######## block 1 ########
$ cat config.mk
export PLATFORM = sky130hd
export DESIGN_NAME = console_tx_arbiter
export DESIGN_NICKNAME = d
export VERILOG_FILES = /design/src/rtl/console_tx_arbiter.sv
export SDC_FILE = /design/constraint.sdc
export NUM_CORES = 1
export LEC_CHECK = 0
export CAP_MARGIN = 20
export CORE_ASPECT_RATIO = 0.5
export CORE_MARGIN = 3
export CORE_UTILIZATION = 40
export CTS_BUF_LIST = sky130_fd_sc_hd__clkbuf_4
export DETAILED_ROUTE_END_ITERATION = 16
export PLACE_DENSITY = 0.95
export REMOVE_ABC_BUFFERS = 1
export SLEW_MARGIN = 10
export SYNTH_ARGS = -nofsm -noshare
export SYNTH_HDL_FRONTEND = slang
export SYNTH_SLANG_ARGS = --single-unit
$ cat constraint.sdc
create_clock -name clk -period 3.9 [get_ports clk]
set_input_delay 0.585 -clock clk [delete_from_list [all_inputs] [get_ports clk]]
set_output_delay 0.585 -clock clk [all_outputs]
set_load 0.01 [all_outputs]
$ cat src/rtl/console_tx_arbiter.sv
// console_tx_arbiter
// Round-robin arbiter that shares one 8-byte UART transmitter among three
// requesters (0: console responses, 1: SPI reports, 2: I2C reports). The
// winner's payload is latched, a launch pulse is issued, and the transmitter
// busy flag is tracked to completion before per-port done is returned.
module console_tx_arbiter #(
  parameter int START_TIMEOUT = 16
) (
  input  logic           clk,
  input  logic           reset,
  input  logic [2:0]     req,
  input  logic [191:0]   req_bytes,
  input  logic [11:0]    req_num,
  output logic [2:0]     ack,
  output logic [2:0]     done,
  output logic [2:0]     err,
  output logic [63:0]    tx_bytes,
  output logic [3:0]     tx_bytes_num,
  output logic           tx_pulse,
  input  logic           tx_busy,
  output logic           busy
);

  localparam logic [1:0] S_IDLE       = 2'd0;
  localparam logic [1:0] S_LAUNCH     = 2'd1;
  localparam logic [1:0] S_WAIT_START = 2'd2;
  localparam logic [1:0] S_WAIT_DONE  = 2'd3;

  localparam int CNT_W = $clog2(START_TIMEOUT + 1);
  localparam logic [CNT_W-1:0] CNT_LAST = CNT_W'(START_TIMEOUT - 1);

  logic [1:0]       state_q, state_d;
  logic [1:0]       last_q, last_d;
  logic [1:0]       win_q, win_d;
  logic [CNT_W-1:0] cnt_q, cnt_d;
  logic             busy_r_q;
  logic [2:0]       ack_q, ack_d;
  logic [2:0]       done_q, done_d;
  logic [2:0]       err_q, err_d;
  logic             pulse_q, pulse_d;
  logic [63:0]      bytes_q, bytes_d;
  logic [3:0]       num_q, num_d;

  logic [1:0]       pick;
  logic [63:0]      sel_bytes;
  logic [3:0]       sel_num;
  logic             sel_legal;

  // Successor of a port index in the round-robin ring 0 -> 1 -> 2 -> 0.
  function automatic logic [1:0] ring_next(input logic [1:0] p);
    return (p == 2'd2) ? 2'd0 : p + 2'd1;
  endfunction

  // One-hot per-port strobe for a port index.
  function automatic logic [2:0] port_hot(input logic [1:0] p);
    return 3'(3'b001 << p);
  endfunction

  // Round-robin pick: examine last+1, last+2, last+3 (mod 3); first requester wins.
  always_comb begin
    logic [1:0] c0, c1, c2;
    c0   = ring_next(last_q);
    c1   = ring_next(c0);
    c2   = ring_next(c1);
    pick = c2;
    if (req[c0])      pick = c0;
    else if (req[c1]) pick = c1;
    else              pick = c2;
  end

  // Slice the picked port's payload and byte count, and judge the count legal (1..8).
  always_comb begin
    sel_bytes = req_bytes[63:0];
    sel_num   = req_num[3:0];
    case (pick)
      2'd1: begin
        sel_bytes = req_bytes[127:64];
        sel_num   = req_num[7:4];
      end
      2'd2: begin
        sel_bytes = req_bytes[191:128];
        sel_num   = req_num[11:8];
      end
      default: begin
        sel_bytes = req_bytes[63:0];
        sel_num   = req_num[3:0];
      end
    endcase
    sel_legal = (sel_num != 4'd0) && (sel_num <= 4'd8);
  end

  // Next-state logic for the arbitration / launch / completion sequence.
  always_comb begin
    state_d = state_q;
    last_d  = last_q;
    win_d   = win_q;
    cnt_d   = cnt_q;
    ack_d   = 3'b000;
    done_d  = 3'b000;
    err_d   = 3'b000;
    pulse_d = 1'b0;
    bytes_d = bytes_q;
    num_d   = num_q;
    case (state_q)
      S_IDLE: begin
        if (|req) begin
          win_d = pick;
          if (sel_legal) begin
            // Acknowledge and launch are presented together in the LAUNCH cycle.
            state_d = S_LAUNCH;
            ack_d   = port_hot(pick);
            pulse_d = 1'b1;
            bytes_d = sel_bytes;
            num_d   = sel_num;
          end else begin
            // Rejected requests still consume the port's round-robin turn.
            err_d  = port_hot(pick);
            last_d = pick;
          end
        end
      end
      S_LAUNCH: begin
        last_d  = win_q;
        cnt_d   = '0;
        state_d = S_WAIT_START;
      end
      S_WAIT_START: begin
        if (tx_busy) begin
          state_d = S_WAIT_DONE;
        end else if (cnt_q == CNT_LAST) begin
          // Transmitter never reported busy; close the job anyway.
          done_d  = port_hot(win_q);
          state_d = S_IDLE;
        end else begin
          cnt_d = cnt_q + 1'b1;
        end
      end
      S_WAIT_DONE: begin
        if (busy_r_q && !tx_busy) begin
          done_d  = port_hot(win_q);
          state_d = S_IDLE;
        end
      end
      default: state_d = S_IDLE;
    endcase
  end

  // State, control and latched-payload registers; reset clears everything.
  always_ff @(posedge clk or posedge reset) begin
    if (reset) begin
      state_q  <= S_IDLE;
      last_q   <= 2'd2;
      win_q    <= 2'd0;
      cnt_q    <= '0;
      busy_r_q <= 1'b0;
      ack_q    <= 3'b000;
      done_q   <= 3'b000;
      err_q    <= 3'b000;
      pulse_q  <= 1'b0;
      bytes_q  <= 64'd0;
      num_q    <= 4'd0;
    end else begin
      state_q  <= state_d;
      last_q   <= last_d;
      win_q    <= win_d;
      cnt_q    <= cnt_d;
      busy_r_q <= tx_busy;
      ack_q    <= ack_d;
      done_q   <= done_d;
      err_q    <= err_d;
      pulse_q  <= pulse_d;
      bytes_q  <= bytes_d;
      num_q    <= num_d;
    end
  end

  assign ack          = ack_q;
  assign done         = done_q;
  assign err          = err_q;
  assign tx_pulse     = pulse_q;
  assign tx_bytes     = bytes_q;
  assign tx_bytes_num = num_q;
  assign busy         = (state_q != S_IDLE);

endmodule

######## block 2 ########
[config.mk]
export PLATFORM = sky130hd
export DESIGN_NAME = ifm_window_feeder
export DESIGN_NICKNAME = d
export VERILOG_FILES = /design/src/rtl/ifm_window_feeder_pkg.sv /design/src/rtl/ifm_window_feeder_pos_counter.sv /design/src/rtl/ifm_window_feeder.sv
export SDC_FILE = /design/constraint.sdc
export NUM_CORES = 1
export LEC_CHECK = 0
export CAP_MARGIN = 20
export CELL_PAD_IN_SITES_DETAIL_PLACEMENT = 0
export CELL_PAD_IN_SITES_GLOBAL_PLACEMENT = 2
export CORE_MARGIN = 4
export CORE_UTILIZATION = 24
export CTS_CLUSTER_DIAMETER = 40
export DETAILED_ROUTE_END_ITERATION = 12
export PLACE_DENSITY = 0.94
export RECOVER_POWER = 100
export SKIP_LAST_GASP = 1
export SLEW_MARGIN = 0
export SYNTH_ARGS = -nofsm -noshare
export SYNTH_HDL_FRONTEND = slang
export SYNTH_SLANG_ARGS = --single-unit
[constraint.sdc]
create_clock -name clk -period 3.3 [get_ports clk]
set_input_delay 0.33 -clock clk [delete_from_list [all_inputs] [get_ports clk]]
set_output_delay 0.33 -clock clk [all_outputs]
set_load 0.01 [all_outputs]
[src/rtl/ifm_window_feeder_pkg.sv]
// Shared types and width helpers for the IFM window feeder, line buffer and conv controller.
package ifm_window_feeder_pkg;

   typedef enum logic [1:0] {
      IDLE   = 2'd0,
      STREAM = 2'd1,
      WAIT   = 2'd2
   } feeder_state_e;

   // $clog2 that never returns less than one bit, so single-valued fields stay legal.
   function automatic int clog2_min1(input int n);
      return (n <= 2) ? 1 : $clog2(n);
   endfunction

   localparam int DATA_WIDTH_DEF        = 32;
   localparam int IFM_SIZE_DEF          = 14;
   localparam int IFM_DEPTH_DEF         = 3;
   localparam int KERNAL_SIZE_DEF       = 5;
   localparam int IFM_SIZE_NEXT_DEF     = IFM_SIZE_DEF - KERNAL_SIZE_DEF + 1;
   localparam int ADDRESS_SIZE_IFM_DEF  = $clog2(IFM_SIZE_DEF * IFM_SIZE_DEF);
   localparam int DEPTH_BITS_DEF        = clog2_min1(IFM_DEPTH_DEF);
   localparam int ADDRESS_SIZE_NEXT_DEF = clog2_min1(IFM_SIZE_NEXT_DEF);

endpackage

[src/rtl/ifm_window_feeder_pos_counter.sv]
// Issue-position counter: col/row/channel wrap counter with a running in-channel
// address and a flag marking the last pixel of the last channel.
module ifm_pos_counter
   import ifm_window_feeder_pkg::*;
#(
   parameter int SIZE   = IFM_SIZE_DEF,
   parameter int DEPTH  = IFM_DEPTH_DEF,
   parameter int POS_W  = clog2_min1(IFM_SIZE_DEF),
   parameter int ADDR_W = ADDRESS_SIZE_IFM_DEF,
   parameter int SEL_W  = DEPTH_BITS_DEF
) (
   input  logic              clk,
   input  logic              reset,
   input  logic              en,
   output logic [POS_W-1:0]  col,
   output logic [POS_W-1:0]  row,
   output logic [SEL_W-1:0]  ch,
   output logic [ADDR_W-1:0] addr,
   output logic              last
);

   logic [POS_W-1:0]  col_q, col_d;
   logic [POS_W-1:0]  row_q, row_d;
   logic [SEL_W-1:0]  ch_q, ch_d;
   logic [ADDR_W-1:0] addr_q, addr_d;
   logic              col_wrap, row_wrap, ch_wrap;

   assign col_wrap = (col_q == POS_W'(SIZE - 1));
   assign row_wrap = (row_q == POS_W'(SIZE - 1));
   assign ch_wrap  = (ch_q == SEL_W'(DEPTH - 1));

   // Advance one pixel per enabled cycle; the address follows col and clears at channel change.
   always_comb begin
      col_d  = col_q;
      row_d  = row_q;
      ch_d   = ch_q;
      addr_d = addr_q;
      if (en) begin
         if (!col_wrap) begin
            col_d  = col_q + POS_W'(1);
            addr_d = addr_q + ADDR_W'(1);
         end else begin
            col_d = '0;
            if (!row_wrap) begin
               row_d  = row_q + POS_W'(1);
               addr_d = addr_q + ADDR_W'(1);
            end else begin
               row_d  = '0;
               addr_d = '0;
               ch_d   = ch_wrap ? '0 : ch_q + SEL_W'(1);
            end
         end
      end
   end

   // Position registers.
   always_ff @(posedge clk) begin
      if (reset) begin
         col_q  <= '0;
         row_q  <= '0;
         ch_q   <= '0;
         addr_q <= '0;
      end else begin
         col_q  <= col_d;
         row_q  <= row_d;
         ch_q   <= ch_d;
         addr_q <= addr_d;
      end
   end

   assign col  = col_q;
   assign row  = row_q;
   assign ch   = ch_q;
   assign addr = addr_q;
   assign last = col_wrap && row_wrap && ch_wrap;

endmodule

[src/rtl/ifm_window_feeder.sv]
// Streams all channels of one IFM from the IFM memory into the KxK line buffer and
// flags each push after which the buffer taps hold a complete window.
//
// state  | meaning
// IDLE   | waiting for start, all outputs quiet
// STREAM | issuing one read per non-stalled cycle
// WAIT   | last read issued, draining its push and window flag
module ifm_window_feeder
   import ifm_window_feeder_pkg::*;
#(
   parameter int DATA_WIDTH        = DATA_WIDTH_DEF,
   parameter int IFM_SIZE          = IFM_SIZE_DEF,
   parameter int IFM_DEPTH         = IFM_DEPTH_DEF,
   parameter int KERNAL_SIZE       = KERNAL_SIZE_DEF,
   parameter int IFM_SIZE_NEXT     = IFM_SIZE - KERNAL_SIZE + 1,
   parameter int ADDRESS_SIZE_IFM  = $clog2(IFM_SIZE * IFM_SIZE),
   parameter int DEPTH_BITS        = clog2_min1(IFM_DEPTH),
   parameter int ADDRESS_SIZE_NEXT = clog2_min1(IFM_SIZE_NEXT)
) (
   input  logic                         clk,
   input  logic                         reset,
   input  logic                         start,
   input  logic                         stall,
   output logic                         ifm_rd_en,
   output logic [ADDRESS_SIZE_IFM-1:0]  ifm_addr,
   output logic [DEPTH_BITS-1:0]        ifm_sel,
   input  logic [DATA_WIDTH-1:0]        ifm_data_in,
   output logic                         fifo_enable,
   output logic [DATA_WIDTH-1:0]        fifo_data_out,
   output logic                         window_valid,
   output logic [ADDRESS_SIZE_NEXT-1:0] out_row,
   output logic [ADDRESS_SIZE_NEXT-1:0] out_col,
   output logic [DEPTH_BITS-1:0]        out_ch,
   output logic                         busy,
   output logic                         done
);

   localparam int POS_W = clog2_min1(IFM_SIZE);
   localparam int K1    = KERNAL_SIZE - 1;

   feeder_state_e state_q, state_d;

   logic                         issue;
   logic [POS_W-1:0]             pos_col, pos_row;
   logic [DEPTH_BITS-1:0]        pos_ch;
   logic [ADDRESS_SIZE_IFM-1:0]  pos_addr;
   logic                         pos_last;

   logic                         rd_valid_q, rd_valid_d;
   logic [POS_W-1:0]             d_row_q, d_row_d;
   logic [POS_W-1:0]             d_col_q, d_col_d;
   logic [DEPTH_BITS-1:0]        d_ch_q, d_ch_d;
   logic                         window_valid_q, window_valid_d;
   logic [ADDRESS_SIZE_NEXT-1:0] out_row_q, out_row_d;
   logic [ADDRESS_SIZE_NEXT-1:0] out_col_q, out_col_d;
   logic [DEPTH_BITS-1:0]        out_ch_q, out_ch_d;
   logic                         done_q, done_d;
   logic [POS_W-1:0]             row_off, col_off;

   assign issue = (state_q == STREAM) && !stall;

   ifm_pos_counter #(
      .SIZE   (IFM_SIZE),
      .DEPTH  (IFM_DEPTH),
      .POS_W  (POS_W),
      .ADDR_W (ADDRESS_SIZE_IFM),
      .SEL_W  (DEPTH_BITS)
   ) u_pos (
      .clk   (clk),
      .reset (reset),
      .en    (issue),
      .col   (pos_col),
      .row   (pos_row),
      .ch    (pos_ch),
      .addr  (pos_addr),
      .last  (pos_last)
   );

   // Next-state: leave WAIT on the cycle the final window is flagged.
   always_comb begin
      state_d = state_q;
      case (state_q)
         IDLE:    if (start) state_d = STREAM;
         STREAM:  if (issue && pos_last) state_d = WAIT;
         WAIT:    if (done_q) state_d = IDLE;
         default: state_d = IDLE;
      endcase
   end

   // Push pipeline and window detection one cycle behind the read.
   always_comb begin
      rd_valid_d     = issue;
      d_row_d        = pos_row;
      d_col_d        = pos_col;
      d_ch_d         = pos_ch;
      row_off        = d_row_q - POS_W'(K1);
      col_off        = d_col_q - POS_W'(K1);
      window_valid_d = rd_valid_q && (d_row_q >= POS_W'(K1)) && (d_col_q >= POS_W'(K1));
      out_row_d      = out_row_q;
      out_col_d      = out_col_q;
      out_ch_d       = out_ch_q;
      if (window_valid_d) begin
         out_row_d = row_off[ADDRESS_SIZE_NEXT-1:0];
         out_col_d = col_off[ADDRESS_SIZE_NEXT-1:0];
         out_ch_d  = d_ch_q;
      end
      done_d = window_valid_d
               && (row_off == POS_W'(IFM_SIZE_NEXT - 1))
               && (col_off == POS_W'(IFM_SIZE_NEXT - 1))
               && (d_ch_q == DEPTH_BITS'(IFM_DEPTH - 1));
   end

   // State and pipeline registers; reset aborts any stream in flight.
   always_ff @(posedge clk) begin
      if (reset) begin
         state_q        <= IDLE;
         rd_valid_q     <= 1'b0;
         d_row_q        <= '0;
         d_col_q        <= '0;
         d_ch_q         <= '0;
         window_valid_q <= 1'b0;
         out_row_q      <= '0;
         out_col_q      <= '0;
         out_ch_q       <= '0;
         done_q         <= 1'b0;
      end else begin
         state_q        <= state_d;
         rd_valid_q     <= rd_valid_d;
         d_row_q        <= d_row_d;
         d_col_q        <= d_col_d;
         d_ch_q         <= d_ch_d;
         window_valid_q <= window_valid_d;
         out_row_q      <= out_row_d;
         out_col_q      <= out_col_d;
         out_ch_q       <= out_ch_d;
         done_q         <= done_d;
      end
   end

   assign ifm_rd_en     = issue;
   assign ifm_addr      = pos_addr;
   assign ifm_sel       = pos_ch;
   assign fifo_enable   = rd_valid_q;
   // Memory data is forwarded only on push cycles so the bus stays quiet otherwise.
   assign fifo_data_out = rd_valid_q ? ifm_data_in : '0;
   assign window_valid  = window_valid_q;
   assign out_row       = out_row_q;
   assign out_col       = out_col_q;
   assign out_ch        = out_ch_q;
   assign busy          = (state_q != IDLE);
   assign done          = done_q;

endmodule

######## block 3 ########
File: src/rtl/link_2p.sv
`timescale 1ns/1ps
// link_2p: player-2 end of the inter-board GPIO link. Synchronizes and
// debounces OK/NUM/JUDG, runs the READY/OK handshake to receive the
// question index, returns the local result and holds it until judged.
// Optional feature macro: LINK_TIMEOUT_EN (wait-state timeout abort).
// Ports:
//   CLK, RST           clock, async active-low reset
//   OK/NUM/JUDG_in_GPIO  async inputs from player 1
//   READY/RESULT/CHAR_NUM_LOCAL  local control/check inputs
//   READY/RESULT/CHAR_NUM_out_GPIO  registered outputs to player 1
//   NUM, NUM_VALID, JUDG, JUDG_VALID  captured values + strobes
//   STATE, TIMEOUT     debug state code, timeout strobe
module link_2p #(
   parameter int STABLE_CYC  = 4,
   parameter int TIMEOUT_CYC = 50_000_000
) (
   input  logic       CLK,
   input  logic       RST,
   input  logic       OK_in_GPIO,
   input  logic [3:0] NUM_in_GPIO,
   input  logic [1:0] JUDG_in_GPIO,
   input  logic       READY_LOCAL,
   input  logic [1:0] RESULT_LOCAL,
   input  logic [2:0] CHAR_NUM_LOCAL,
   output logic       READY_out_GPIO,
   output logic [1:0] RESULT_out_GPIO,
   output logic [2:0] CHAR_NUM_out_GPIO,
   output logic [3:0] NUM,
   output logic       NUM_VALID,
   output logic [1:0] JUDG,
   output logic       JUDG_VALID,
   output logic [2:0] STATE,
   output logic       TIMEOUT
);

   typedef enum logic [2:0] {
      S_IDLE      = 3'd0,
      S_WAIT_OK   = 3'd1,
      S_CAPTURE   = 3'd2,
      S_WAIT_OKLO = 3'd3,
      S_PLAY      = 3'd4,
      S_WAIT_JUDG = 3'd5,
      S_RELEASE   = 3'd6
   } state_t;

   localparam logic [3:0] STB = 4'(STABLE_CYC);

   state_t     state_q, state_d;
   logic       ok_s1, ok_s2;
   logic [3:0] num_s1, num_s2;
   logic [1:0] judg_s1, judg_s2;
   logic [3:0] ok_cnt, num_cnt, judg_cnt;
   logic       ok_hi, ok_lo, num_ok, judg_ok;

   logic       ready_q, ready_d;
   logic [1:0] result_q, result_d;
   logic [3:0] num_q, num_d;
   logic       nv_q, nv_d;
   logic [1:0] judg_q, judg_d;
   logic       jv_q, jv_d;
   logic       tmo_q, tmo_d;
   logic [2:0] char_q;
   logic       tmo_hit;

   // Counters restart on the same edge the synchronized value changes
   // (stage 1 differs from stage 2), then saturate at STB.
   always_ff @(posedge CLK or negedge RST) begin
      if (!RST) begin
         ok_s1    <= 1'b0;
         ok_s2    <= 1'b0;
         num_s1   <= 4'd0;
         num_s2   <= 4'd0;
         judg_s1  <= 2'd0;
         judg_s2  <= 2'd0;
         ok_cnt   <= 4'd0;
         num_cnt  <= 4'd0;
         judg_cnt <= 4'd0;
      end else begin
         ok_s1   <= OK_in_GPIO;
         ok_s2   <= ok_s1;
         num_s1  <= NUM_in_GPIO;
         num_s2  <= num_s1;
         judg_s1 <= JUDG_in_GPIO;
         judg_s2 <= judg_s1;
         if (ok_s1 != ok_s2)
            ok_cnt <= 4'd0;
         else if (ok_cnt != STB)
            ok_cnt <= ok_cnt + 4'd1;
         if (num_s1 != num_s2)
            num_cnt <= 4'd0;
         else if (num_cnt != STB)
            num_cnt <= num_cnt + 4'd1;
         if (judg_s1 != judg_s2)
            judg_cnt <= 4'd0;
         else if (judg_cnt != STB)
            judg_cnt <= judg_cnt + 4'd1;
      end
   end

   assign ok_hi   = (ok_cnt == STB) && ok_s2;
   assign ok_lo   = (ok_cnt == STB) && !ok_s2;
   assign num_ok  = (num_cnt == STB);
   assign judg_ok = (judg_cnt == STB);

`ifdef LINK_TIMEOUT_EN
   localparam int TW = $clog2(TIMEOUT_CYC + 1);

   logic [TW-1:0] tmo_cnt;
   logic          waiting;

   assign waiting = (state_q == S_WAIT_OK)   ||
                    (state_q == S_WAIT_OKLO) ||
                    (state_q == S_WAIT_JUDG) ||
                    (state_q == S_RELEASE);
   assign tmo_hit = waiting && (tmo_cnt == TW'(TIMEOUT_CYC - 1));

   always_ff @(posedge CLK or negedge RST) begin
      if (!RST)
         tmo_cnt <= '0;
      else if (!waiting || (state_d != state_q))
         tmo_cnt <= '0;
      else
         tmo_cnt <= tmo_cnt + TW'(1);
   end
`else
   logic unused_tmo;
   assign unused_tmo = ^TIMEOUT_CYC;
   assign tmo_hit    = 1'b0;
`endif

   // Outputs are computed one state ahead and registered, so every
   // GPIO-facing signal is a flop output.
   always_comb begin
      state_d  = state_q;
      ready_d  = ready_q;
      result_d = result_q;
      num_d    = num_q;
      nv_d     = 1'b0;
      judg_d   = judg_q;
      jv_d     = 1'b0;
      tmo_d    = 1'b0;
      unique case (state_q)
         S_IDLE: begin
            ready_d  = 1'b0;
            result_d = 2'd0;
            if (READY_LOCAL) begin
               state_d = S_WAIT_OK;
               ready_d = 1'b1;
            end
         end
         S_WAIT_OK: begin
            if (ok_hi && num_ok) begin
               state_d = S_CAPTURE;
               num_d   = num_s2;
               nv_d    = 1'b1;
            end
         end
         S_CAPTURE: begin
            ready_d = 1'b0;
            state_d = S_WAIT_OKLO;
         end
         S_WAIT_OKLO: begin
            if (ok_lo)
               state_d = S_PLAY;
         end
         S_PLAY: begin
            if ((RESULT_LOCAL == 2'b01) || (RESULT_LOCAL == 2'b10)) begin
               result_d = RESULT_LOCAL;
               state_d  = S_WAIT_JUDG;
            end
         end
         S_WAIT_JUDG: begin
            if (judg_ok && (judg_s2 != 2'd0)) begin
               judg_d  = judg_s2;
               jv_d    = 1'b1;
               state_d = S_RELEASE;
            end
         end
         S_RELEASE: begin
            result_d = 2'd0;
            if (judg_ok && (judg_s2 == 2'd0))
               state_d = S_IDLE;
         end
         default: state_d = S_IDLE;
      endcase
      if (tmo_hit) begin
         state_d  = S_IDLE;
         ready_d  = 1'b0;
         result_d = 2'd0;
         num_d    = num_q;
         nv_d     = 1'b0;
         judg_d   = judg_q;
         jv_d     = 1'b0;
         tmo_d    = 1'b1;
      end
   end

   always_ff @(posedge CLK or negedge RST) begin
      if (!RST) begin
         state_q  <= S_IDLE;
         ready_q  <= 1'b0;
         result_q <= 2'd0;
         num_q    <= 4'd0;
         nv_q     <= 1'b0;
         judg_q   <= 2'd0;
         jv_q     <= 1'b0;
         tmo_q    <= 1'b0;
         char_q   <= 3'd0;
      end else begin
         state_q  <= state_d;
         ready_q  <= ready_d;
         result_q <= result_d;
         num_q    <= num_d;
         nv_q     <= nv_d;
         judg_q   <= judg_d;
         jv_q     <= jv_d;
         tmo_q    <= tmo_d;
         char_q   <= CHAR_NUM_LOCAL;
      end
   end

   assign READY_out_GPIO    = ready_q;
   assign RESULT_out_GPIO   = result_q;
   assign CHAR_NUM_out_GPIO = char_q;
   assign NUM               = num_q;
   assign NUM_VALID         = nv_q;
   assign JUDG              = judg_q;
   assign JUDG_VALID        = jv_q;
   assign STATE             = state_q;
   assign TIMEOUT           = tmo_q;

endmodule
File: config.mk
export PLATFORM = sky130hd
export DESIGN_NAME = link_2p
export DESIGN_NICKNAME = d
export VERILOG_FILES = /design/src/rtl/link_2p.sv
export SDC_FILE = /design/constraint.sdc
export NUM_CORES = 1
export LEC_CHECK = 0
export CORE_ASPECT_RATIO = 0.9
export CORE_MARGIN = 8
export CORE_UTILIZATION = 50
export CTS_BUF_LIST = sky130_fd_sc_hd__clkbuf_4 sky130_fd_sc_hd__clkbuf_8
export DETAILED_ROUTE_END_ITERATION = 16
export PLACE_DENSITY = 0.77
export REMOVE_ABC_BUFFERS = 1
export SYNTH_ARGS = -nofsm -noshare
export SYNTH_HDL_FRONTEND = slang
export SYNTH_SLANG_ARGS = --single-unit
File: constraint.sdc
create_clock -name CLK -period 2.2 [get_ports CLK]
set_clock_uncertainty 0.2 [all_clocks]
set_input_delay 0.55 -clock CLK [delete_from_list [all_inputs] [get_ports CLK]]
set_output_delay 0.55 -clock CLK [all_outputs]
set_load 0.03 [all_outputs]
######## block 4 ########
### src/rtl/life_rule_stage.sv
// Life-rule compute stage: masked 3x3 neighbourhood -> next cell state, written to the opposite frame.
// Optional LIFE_RULE_PROG_EN adds birth_mask/survive_mask inputs for a programmable rule.
module life_rule_stage #(
    parameter int ADDR_WIDTH = 2,
    parameter int POP_WIDTH  = 6
) (
    input  logic                  clk,
    input  logic                  resetn,
    input  logic                  enable,
    input  logic [8:0]            read_enable_in,
    input  logic [8:0]            write_enable_in,
    input  logic [ADDR_WIDTH-1:0] write_addr_in,
    input  logic                  frame_buffer_select_in,
    input  logic [8:0]            read_data,
`ifdef LIFE_RULE_PROG_EN
    input  logic [8:0]            birth_mask,
    input  logic [8:0]            survive_mask,
`endif
    output logic [8:0]            write_enable,
    output logic [ADDR_WIDTH-1:0] write_addr,
    output logic                  write_data,
    output logic                  write_frame_select,
    output logic                  generation_done,
    output logic [POP_WIDTH-1:0]  population,
    output logic                  onehot_err
);

    localparam logic [POP_WIDTH-1:0] POP_MAX = '1;

    typedef struct packed {
        logic [8:0]            we;
        logic [ADDR_WIDTH-1:0] addr;
        logic [8:0]            re;
        logic                  fsel;
    } s1_req_t;

    function automatic logic [3:0] popcount9(input logic [8:0] v);
        logic [3:0] n;
        n = '0;
        for (int i = 0; i < 9; i++) n = n + {3'b000, v[i]};
        return n;
    endfunction

    s1_req_t               s1;
    logic                  s1_valid;
    logic [POP_WIDTH-1:0]  acc;
    logic                  trk_valid;
    logic                  trk_sel;

    logic [8:0]            masked;
    logic                  centre;
    logic                  centre_in_mask;
    logic [3:0]            neighbours;
    logic                  next_state;
    logic                  boundary;

    // Banks map one-to-one onto neighbourhood positions, so no rotation is needed.
    always_comb begin
        masked         = read_data & s1.re;
        centre         = |(read_data & s1.we);
        centre_in_mask = |(s1.re & s1.we);
        neighbours     = popcount9(masked) - {3'b000, centre & centre_in_mask};
`ifdef LIFE_RULE_PROG_EN
        next_state     = (neighbours <= 4'd8) ?
                         (birth_mask[neighbours] | (centre & survive_mask[neighbours])) : 1'b0;
`else
        next_state     = (neighbours == 4'd3) | (centre & (neighbours == 4'd2));
`endif
        boundary       = s1_valid & trk_valid & ((~s1.fsel) != trk_sel);
    end

    // Stage 0 -> S1 capture
    always_ff @(posedge clk) begin
        if (!resetn) begin
            s1_valid <= 1'b0;
            s1       <= '0;
        end else begin
            s1_valid <= enable;
            if (enable) begin
                s1 <= '{we: write_enable_in, addr: write_addr_in,
                        re: read_enable_in, fsel: frame_buffer_select_in};
            end
        end
    end

    // Stage 2 write outputs; data fields hold across bubbles
    always_ff @(posedge clk) begin
        if (!resetn) begin
            write_enable       <= '0;
            write_addr         <= '0;
            write_data         <= 1'b0;
            write_frame_select <= 1'b0;
        end else begin
            write_enable <= s1_valid ? s1.we : 9'h000;
            if (s1_valid) begin
                write_addr         <= s1.addr;
                write_data         <= next_state;
                write_frame_select <= ~s1.fsel;
            end
        end
    end

    // Population tracking, aligned with the write it accounts for
    always_ff @(posedge clk) begin
        if (!resetn) begin
            acc             <= '0;
            population      <= '0;
            generation_done <= 1'b0;
            trk_valid       <= 1'b0;
            trk_sel         <= 1'b0;
        end else begin
            generation_done <= 1'b0;
            if (s1_valid) begin
                trk_valid <= 1'b1;
                trk_sel   <= ~s1.fsel;
                if (boundary) begin
                    generation_done <= 1'b1;
                    population      <= acc;
                    acc             <= {{(POP_WIDTH-1){1'b0}}, next_state};
                end else if (next_state && acc != POP_MAX) begin
                    acc <= acc + 1'b1;
                end
            end
        end
    end

    always_ff @(posedge clk) begin
        if (!resetn)
            onehot_err <= 1'b0;
        else if (enable && popcount9(write_enable_in) != 4'd1)
            onehot_err <= 1'b1;
    end

endmodule

### config.mk
export PLATFORM = sky130hd
export DESIGN_NAME = life_rule_stage
export DESIGN_NICKNAME = d
export VERILOG_FILES = /design/src/rtl/life_rule_stage.sv
export SDC_FILE = /design/constraint.sdc
export NUM_CORES = 1
export LEC_CHECK = 0
export ABC_AREA = 1
export CAP_MARGIN = 15
export CORE_AREA = 5 5 82 69
export DETAILED_ROUTE_END_ITERATION = 8
export DIE_AREA = 0 0 87 74
export GPL_ROUTABILITY_DRIVEN = 1
export PLACE_DENSITY = 0.83
export RECOVER_POWER = 25
export SLEW_MARGIN = 10
export SYNTH_ARGS = -nofsm -noshare
export SYNTH_HDL_FRONTEND = slang
export SYNTH_SLANG_ARGS = --single-unit
### constraint.sdc
create_clock -name clk -period 6.25 [get_ports clk]
set_clock_uncertainty 0.15 [all_clocks]
set_input_delay 0.9375 -clock clk [delete_from_list [all_inputs] [get_ports clk]]
set_output_delay 0.9375 -clock clk [all_outputs]
set_load 0.005 [all_outputs]

## Gallery

Signal wires on met2.
picture 1
(4 px per µm)
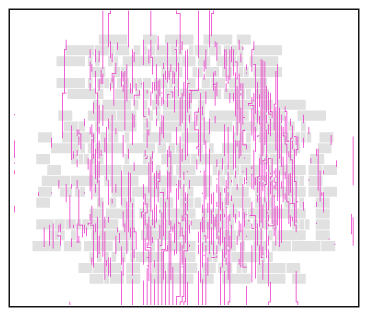
picture 2
(4 px per µm)
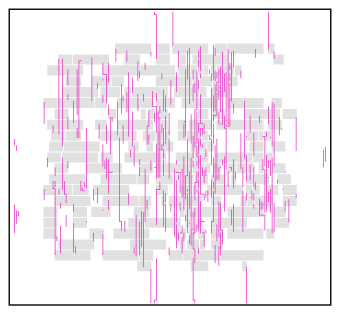
picture 3
(4 px per µm)
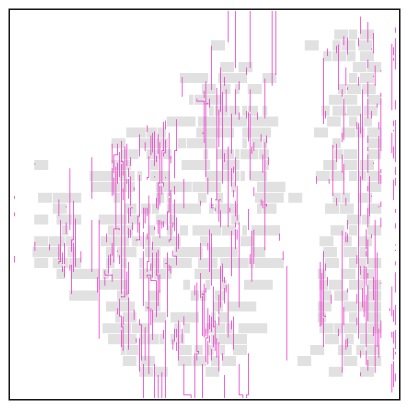
picture 4
(3 px per µm)
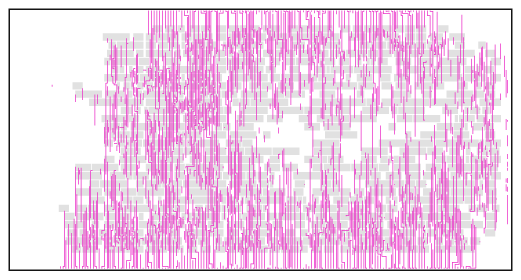
Block 1 is picture 4.
Block 3 is picture 2.
Block 4 is picture 1.
Block 2 is picture 3.
Of these, largest die: picture 4

Key to picture 3:
main direction: vertical
wire length on this layer: 2260 µm

### Close-up of the layout, block 2

Region (29, 29) to (69, 69) µm. Cells in grey, sequential cells in the stronger grey; small squares are vias.
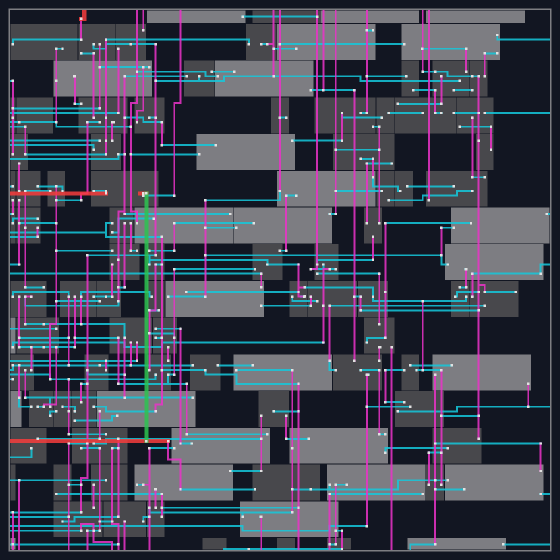
[metal 3] red
[metal 2] magenta
[metal 1] cyan
[metal 4] green
sequential cells in the window: 20
netlist names of flops here include: d_col_q (4), d_row_q (3), u_pos.col (3)
cells with their middle in the window: 87
most frequent: dfxtp_1 (20), nor2_1 (9), nor2b_1 (8)

==> results.cfg, block 2 <==
; physical design summary
[run_status]
status = completed

[timing]
setup_slack_ps = 816
worstMarginPinSlew_ps = 969
min_period_ps = 2480

[layout]
fillers = 774
layout-drive-gt1-share = 0.0365
flops = 43
area_growth_pct = 57.2
antenna_cells = 0
finalCoreUtilization = 0.389

[pwr]
power_frac_clock = 0.339
p_clk_uw = 321
p_seq_uw = 530
intPower_uw = 733
totalPowerFinal_uw = 945
power_frac_seq = 0.561

[job]
warning_count = 28

[critical_path]
cp_max_fo = 11
path_delay_family = buffers and inverters

[synth]
synth_cells = 209
ys_chip_area_um2 = 1910

[hold_path]
hold_path_end = out_row[2]
min_from = d_row_q[2]

[clocking]
cts.sinks = 43

[global_routing]
grt_pass1_vias = 1745

[floorplan]
nWellTaps = 102
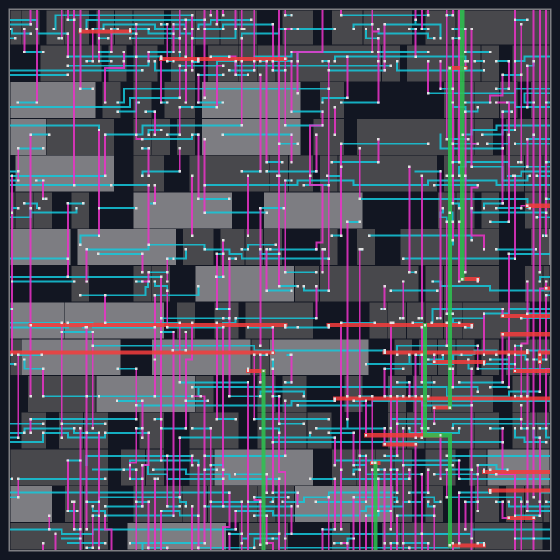
*Close-up of the layout, block 4*
Region (24, 17) to (64, 57) µm. Cells in grey, sequential cells in the stronger grey; small squares are vias.
[metal 2] magenta
[metal 3] red
[metal 4] green
[metal 1] cyan
most frequent: nand2_1 (34), inv_1 (33), dfxtp_1 (19)
cells with their middle in the window: 168
netlist names of flops here include: s1 (11), acc (3), write_enable (2)
sequential cells in the window: 19

==> results.cfg, block 4 <==
; physical design summary
[synth]
synthTopCellsByArea = dfxtp_1, nand2_1, fa_1
ys.flops = 50
yosysMostFrequentCell = nand2_1
ys_sh_xor = 0.00353
synth.avg_cell_area_um2 = 7.71
top_cell_area_share = 0.403
ys_sh_aoi = 0.110
yosys.area.top_type = dfxtp_1
synth_warnings = 0

[routing]
firstDrtPassIters = 5
drt-total-wl_um = 5910
drt-initial-drc-count = 124
wl_met2_um = 2720

[pwr]
ir_drop_mv = 0.147
p_seq_uw = 348
power_leakage_nw = 1.46
power_density_nw_per_um2 = 232
power_frac_comb = 0.266
top_power_group = registers

[layout]
finalNonFillerCells = 436
num-nonclk-inverters = 54
regMostFlops = s1
final_cell_mix = nand2_1, inv_1, nor2_1, dfxtp_1, clkdlybuf4s50_1
comb_share = 0.395
largest_register_ffs = 21
signal_buffers = 53
antenna_cells = 0
finalCoreUtilization = 0.652

[timing]
worstMarginPinSlew_ps = 940
holdWs_ps = 295
slew_violations = 0
finalCritPeriodShare = 0.810

[clocking]
h-tree-depth = 2
cts_buffer_depth = 2
hold_buffers = 0

[global_routing]
top_usage_layer = met2
grt_pass1_vias = 2110
grt_pass1_wl_um = 9890

[critical_path]
crit_slowest_cell = fa_1

[placed_design]
post-place-ws_ps = 932

[floorplan]
fp.dieW_um = 87
die-area_um2 = 6440
die_y_um = 74

[run_status]
status = completed

[hold_path]
hold_path_depth = 2
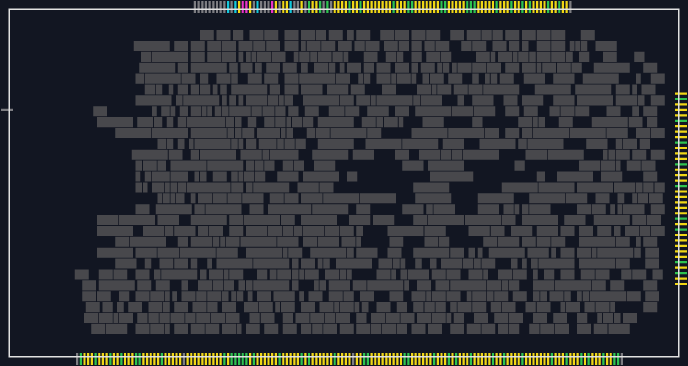
*I/O pins on the die edge, block 1*
(4 px per µm) Pins as bars across the die edge, other pins in grey.
[req_bytes] yellow | pins: 192 | direction: input | edge: 109 bottom, 56 top, 27 right
[tx_bytes] green | pins: 64 | direction: output | edge: 36 bottom, 19 top, 9 right
[tx_bytes_num] cyan | pins: 4 | direction: output | edge: top
[req] magenta | pins: 3 | direction: input | edge: top

==> results.cfg, block 1 <==
; physical design summary
[run_status]
status = completed

[synth]
synth_cells = 497
ys_sh_aoi = 0.205
adder_share = 0.0121
synthTopCellsByArea = dfrtp_1, mux2_4, a22oi_1
ys_top_logic_family = AND-OR/OR-AND gates
ys_sh_xor = 0
synth_warnings = 0

[pwr]
swShare = 0.401
intPower_mw = 3.72
totalPowerFinal_mw = 6.21
power_frac_comb = 0.630

[floorplan]
num_rows = 28
fp.dieW_um = 167

[layout]
final_cell_mix = clkdlybuf4s50_1, dfrtp_1, nor2_1, a21oi_1, a22oi_1
regArea_um2 = 2250
design_area_um2 = 8370
antenna_cells = 0
finalNonFillerCells = 937
layout-drive-gt1-share = 0.136

[critical_path]
crit_path_end = tx_bytes[13]
critical-path-max-stage-delay_ps = 470
cp_num_buf_inv = 2
worstPathArrival_ps = 3870
cp_max_fo = 71
path_cells = clkdlybuf4s50_1, or3b_2, a21oi_1, a31oi_1, ha_2, a22oi_1, a21o_1, a31oi_1, nor3_4, buf_12, mux2_2

[timing]
finClkSkew_ps = 10.6
slew_headroom = 0.431
finalCritPeriodShare = 0.903
setup_slack_ps = 380
rsz0062_at_grt = false

[routing]
wire_per_inst_um = 19.6
firstDrtPassIters = 8

[clocking]
hold_buffers = 0
cts.repair.resized = 0

[global_routing]
grt_max_degree = 75

[placed_design]
hpwl_um = 13900
post-place-ws_ps = -39.5

[job]
drv_cap = 0
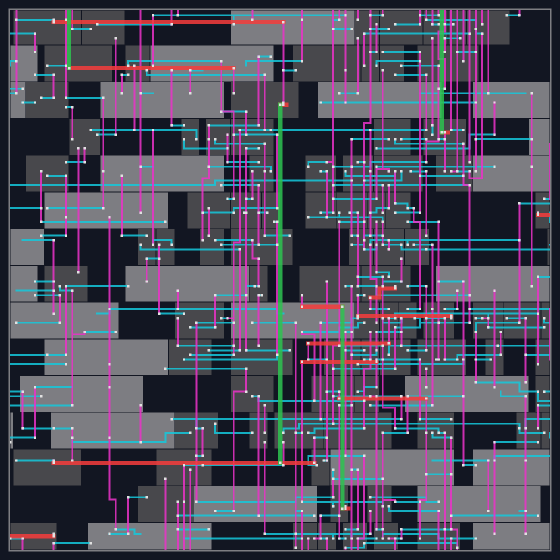
*Close-up of the layout, block 3*
Region (20, 17) to (60, 57) µm. Cells in grey, sequential cells in the stronger grey; small squares are vias.
[metal 4] green
[metal 3] red
[metal 1] cyan
[metal 2] magenta
cells with their middle in the window: 103
most frequent: dfrtp_1 (22), xnor2_1 (9), nor2_1 (7)
netlist names of flops here include: num_cnt (4), STATE (3), judg_cnt (3)
sequential cells in the window: 22

==> results.cfg, block 3 <==
; physical design summary
[synth]
ys_sh_aoi = 0.0870
ys.flops = 43
top_cell_area_share = 0.584
synth.top_cells.by_count = dfrtp_1, xnor2_1, nor2_1, o21ai_0
synth_cells = 154
ys_seq_frac = 0.584
ys_chip_area_um2 = 1840

[timing]
setup_viol = 0

[run_status]
status = completed

[pwr]
p_sw_uw = 645
power_frac_comb = 0.271
power_frac_clock = 0.289

[layout]
final_nets = 211
finalCoreUtilization = 0.633
clock_area_frac = 0.0512
lay_top_count = dfrtp_1

[global_routing]
grt.total_usage = 0.127
use_met1 = 0.140
grt_pass1_vias = 1307
use_met3 = 0.0709
top_usage_layer = met2

[clocking]
hold_buffers = 0
cts_tree = done
clk_pin_slew_ps = 80
numCtsBuffers = 5

[routing]
wl_met1_um = 1410
wl_met2_um = 1580
topRoutingLayerUsed = met4
drt-initial-drc-count = 134
antenna_left = 0

[floorplan]
die_y_um = 73.6
fp.dieW_um = 80.0

[placed_design]
dpl.cell_count = 229

[critical_path]
crit_path_end_kind = output port
crit_path_start_kind = register
crit_slowest_cell = clkdlybuf4s50_1

######## block 5 ########
### Signal wires on met2, block 5

(4 px per µm)
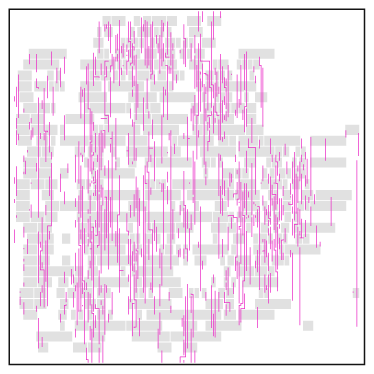
### Placed standard cells, block 5

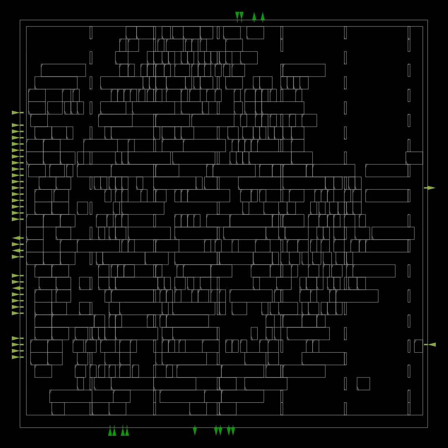
===== src/rtl/seven_seg_display_arbiter.sv =====
// Four-digit seven-segment scan controller shared by two requesters.
// Ownership and displayed data change only at frame boundaries, so a frame never tears.
module seven_seg_display_arbiter #(
    parameter int unsigned SCAN_PERIOD = 100000,
    parameter int unsigned HOLD_FRAMES = 8
) (
    input  logic        clock,
    input  logic        reset_n,
    input  logic        req_a,
    input  logic [15:0] data_a,
    input  logic        req_b,
    input  logic [15:0] data_b,
    output logic        gnt_a,
    output logic        gnt_b,
    output logic [3:0]  an,
    output logic [3:0]  digit,
    output logic        frame_done
);

    localparam int unsigned CNT_W  = (SCAN_PERIOD > 1) ? $clog2(SCAN_PERIOD) : 1;
    localparam int unsigned HELD_W = $clog2(HOLD_FRAMES + 1);
    localparam logic [CNT_W-1:0]  CNT_MAX  = CNT_W'(SCAN_PERIOD - 1);
    localparam logic [HELD_W:0]   HOLD_EXT = (HELD_W + 1)'(HOLD_FRAMES);
    localparam logic [HELD_W-1:0] HOLD_SAT = HELD_W'(HOLD_FRAMES);

    typedef enum logic [1:0] {
        IDLE  = 2'd0,
        OWN_A = 2'd1,
        OWN_B = 2'd2
    } state_e;

    logic [CNT_W-1:0]  cnt_q, cnt_d;
    logic [1:0]        idx_q, idx_d;
    state_e            state_q, state_d;
    logic [HELD_W-1:0] held_q, held_d;
    logic              last_b_q, last_b_d;
    logic [15:0]       frame_buf_q, frame_buf_d;
    logic              gnt_a_q, gnt_a_d;
    logic              gnt_b_q, gnt_b_d;
    logic [3:0]        an_q, an_d;
    logic [3:0]        digit_q, digit_d;
    logic              frame_done_q, frame_done_d;

    logic              tick_c;
    logic [HELD_W:0]   hold_next_c;

    // State register; last_b_q=1 means requester B was the most recent owner.
    always_ff @(posedge clock or negedge reset_n) begin
        if (!reset_n) begin
            cnt_q        <= '0;
            idx_q        <= 2'd0;
            state_q      <= IDLE;
            held_q       <= '0;
            last_b_q     <= 1'b1;
            frame_buf_q  <= 16'h0000;
            gnt_a_q      <= 1'b0;
            gnt_b_q      <= 1'b0;
            an_q         <= 4'b1111;
            digit_q      <= 4'h0;
            frame_done_q <= 1'b0;
        end else begin
            cnt_q        <= cnt_d;
            idx_q        <= idx_d;
            state_q      <= state_d;
            held_q       <= held_d;
            last_b_q     <= last_b_d;
            frame_buf_q  <= frame_buf_d;
            gnt_a_q      <= gnt_a_d;
            gnt_b_q      <= gnt_b_d;
            an_q         <= an_d;
            digit_q      <= digit_d;
            frame_done_q <= frame_done_d;
        end
    end

    // Scan cadence, frame-boundary arbitration and registered output decode.
    always_comb begin
        cnt_d        = cnt_q + CNT_W'(1);
        idx_d        = idx_q;
        state_d      = state_q;
        held_d       = held_q;
        last_b_d     = last_b_q;
        frame_buf_d  = frame_buf_q;
        frame_done_d = 1'b0;
        tick_c       = (cnt_q == CNT_MAX);
        hold_next_c  = {1'b0, held_q} + (HELD_W + 1)'(1);

        if (tick_c) begin
            cnt_d = '0;
            idx_d = idx_q + 2'd1;
        end

        if (tick_c && (idx_q == 2'd3)) begin
            frame_done_d = 1'b1;
            case (state_q)
                IDLE: begin
                    if (req_a && (!req_b || last_b_q)) begin
                        state_d = OWN_A;
                    end else if (req_b) begin
                        state_d = OWN_B;
                    end
                end
                OWN_A: begin
                    if (!req_a) begin
                        state_d = req_b ? OWN_B : IDLE;
                    end else if (req_b && (hold_next_c >= HOLD_EXT)) begin
                        state_d = OWN_B;
                    end else begin
                        held_d = (hold_next_c > HOLD_EXT) ? HOLD_SAT : hold_next_c[HELD_W-1:0];
                    end
                end
                OWN_B: begin
                    if (!req_b) begin
                        state_d = req_a ? OWN_A : IDLE;
                    end else if (req_a && (hold_next_c >= HOLD_EXT)) begin
                        state_d = OWN_A;
                    end else begin
                        held_d = (hold_next_c > HOLD_EXT) ? HOLD_SAT : hold_next_c[HELD_W-1:0];
                    end
                end
                default: state_d = IDLE;
            endcase

            if (state_d != state_q) begin
                held_d = '0;
                if (state_d == OWN_A) begin
                    last_b_d = 1'b0;
                end else if (state_d == OWN_B) begin
                    last_b_d = 1'b1;
                end
            end

            case (state_d)
                OWN_A:   frame_buf_d = data_a;
                OWN_B:   frame_buf_d = data_b;
                default: frame_buf_d = 16'h0000;
            endcase
        end

        // Outputs are registered from next-state values so they align with the state they describe.
        gnt_a_d = (state_d == OWN_A);
        gnt_b_d = (state_d == OWN_B);
        if (gnt_a_d || gnt_b_d) begin
            an_d    = ~(4'b0001 << idx_d);
            digit_d = frame_buf_d[{idx_d, 2'b00} +: 4];
        end else begin
            an_d    = 4'b1111;
            digit_d = 4'h0;
        end
    end

    assign gnt_a      = gnt_a_q;
    assign gnt_b      = gnt_b_q;
    assign an         = an_q;
    assign digit      = digit_q;
    assign frame_done = frame_done_q;

endmodule

===== config.mk =====
export PLATFORM = sky130hd
export DESIGN_NAME = seven_seg_display_arbiter
export DESIGN_NICKNAME = d
export VERILOG_FILES = /design/src/rtl/seven_seg_display_arbiter.sv
export SDC_FILE = /design/constraint.sdc
export NUM_CORES = 1
export LEC_CHECK = 0
export ABC_AREA = 1
export CORE_UTILIZATION = 40
export CTS_CLUSTER_DIAMETER = 40
export DETAILED_ROUTE_END_ITERATION = 8
export PLACE_DENSITY = 0.68
export SLEW_MARGIN = 20
export SYNTH_ARGS = -nofsm -noshare
export SYNTH_HDL_FRONTEND = slang
export SYNTH_SLANG_ARGS = --single-unit

===== constraint.sdc =====
create_clock -name clock -period 2.54 [get_ports clock]
set_input_delay 0.508 -clock clock [delete_from_list [all_inputs] [get_ports clock]]
set_output_delay 0.508 -clock clock [all_outputs]
set_load 0.01 [all_outputs]

==> results.cfg <==
; physical design summary
[layout]
lay_top_count = nand2_1
flops = 53

[timing]
finalHoldViolCount = 0

[floorplan]
die-area_um2 = 7820

[critical_path]
r2r-end = digit[1]

[routing]
wire_per_inst_um = 11.8
avgViaCountPerCell = 4.77

[run_status]
status = completed

[synth]
synth.top_cells.by_count = nand2_1, inv_1, dfrtp_1
ys_sh_xor = 0.0205
yosys.area.top_type = dfrtp_1
ys_top_logic_family = simple AND/OR/NAND/NOR gates

[global_routing]
grt_pass1_wl_um = 10800

[pwr]
top_power_group = registers
swShare = 0.214
Notes on 'Signal wires on met2' of block 5 above:
nets with wire on the layer: 376
wire length on this layer: 3110 µm
WL final: 6340 µm
DR vias: 2572
GR Util met2: 0.293

Notes on 'Placed standard cells' of block 5 above:
Core Rows: 31
Tapcell Cnt: 99
core area: 7250 µm²



## Gallery

I/O pins on the die edge.
Plate I
(6 px per µm) Pins as bars across the die edge, other pins in grey.
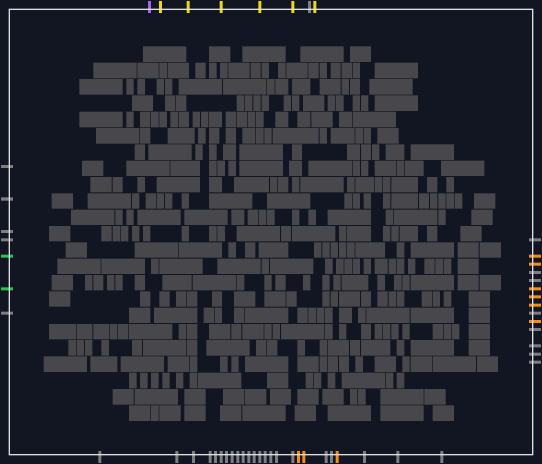
Plate II
(4 px per µm) Pins as bars across the die edge, other pins in grey.
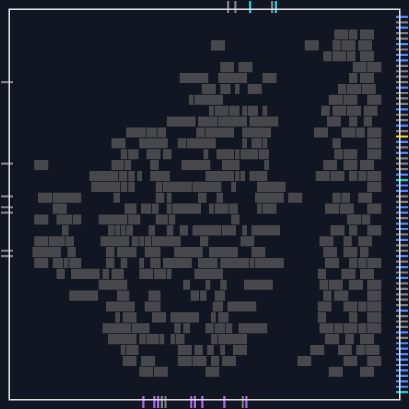
Plate III
(6 px per µm) Pins as bars across the die edge, other pins in grey.
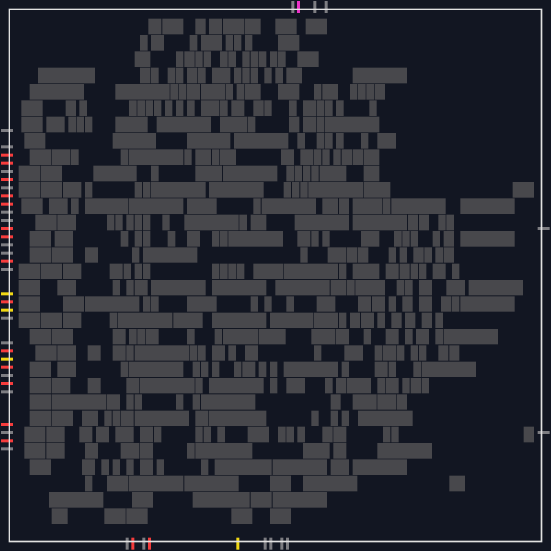
Plate IV
(6 px per µm) Pins as bars across the die edge, other pins in grey.
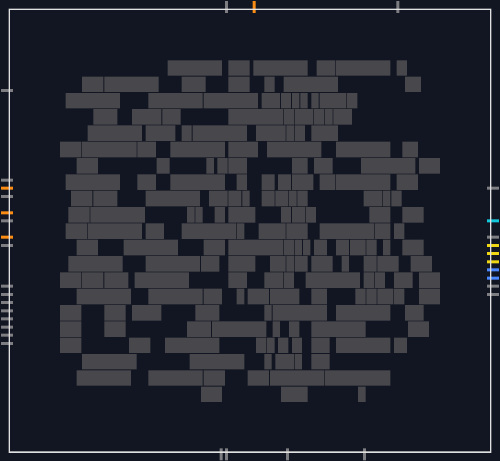
| picture | from |
|---|---|
| Plate I | block 4 |
| Plate II | block 2 |
| Plate III | block 5 |
| Plate IV | block 3 |
The one with the most pins is Plate II.

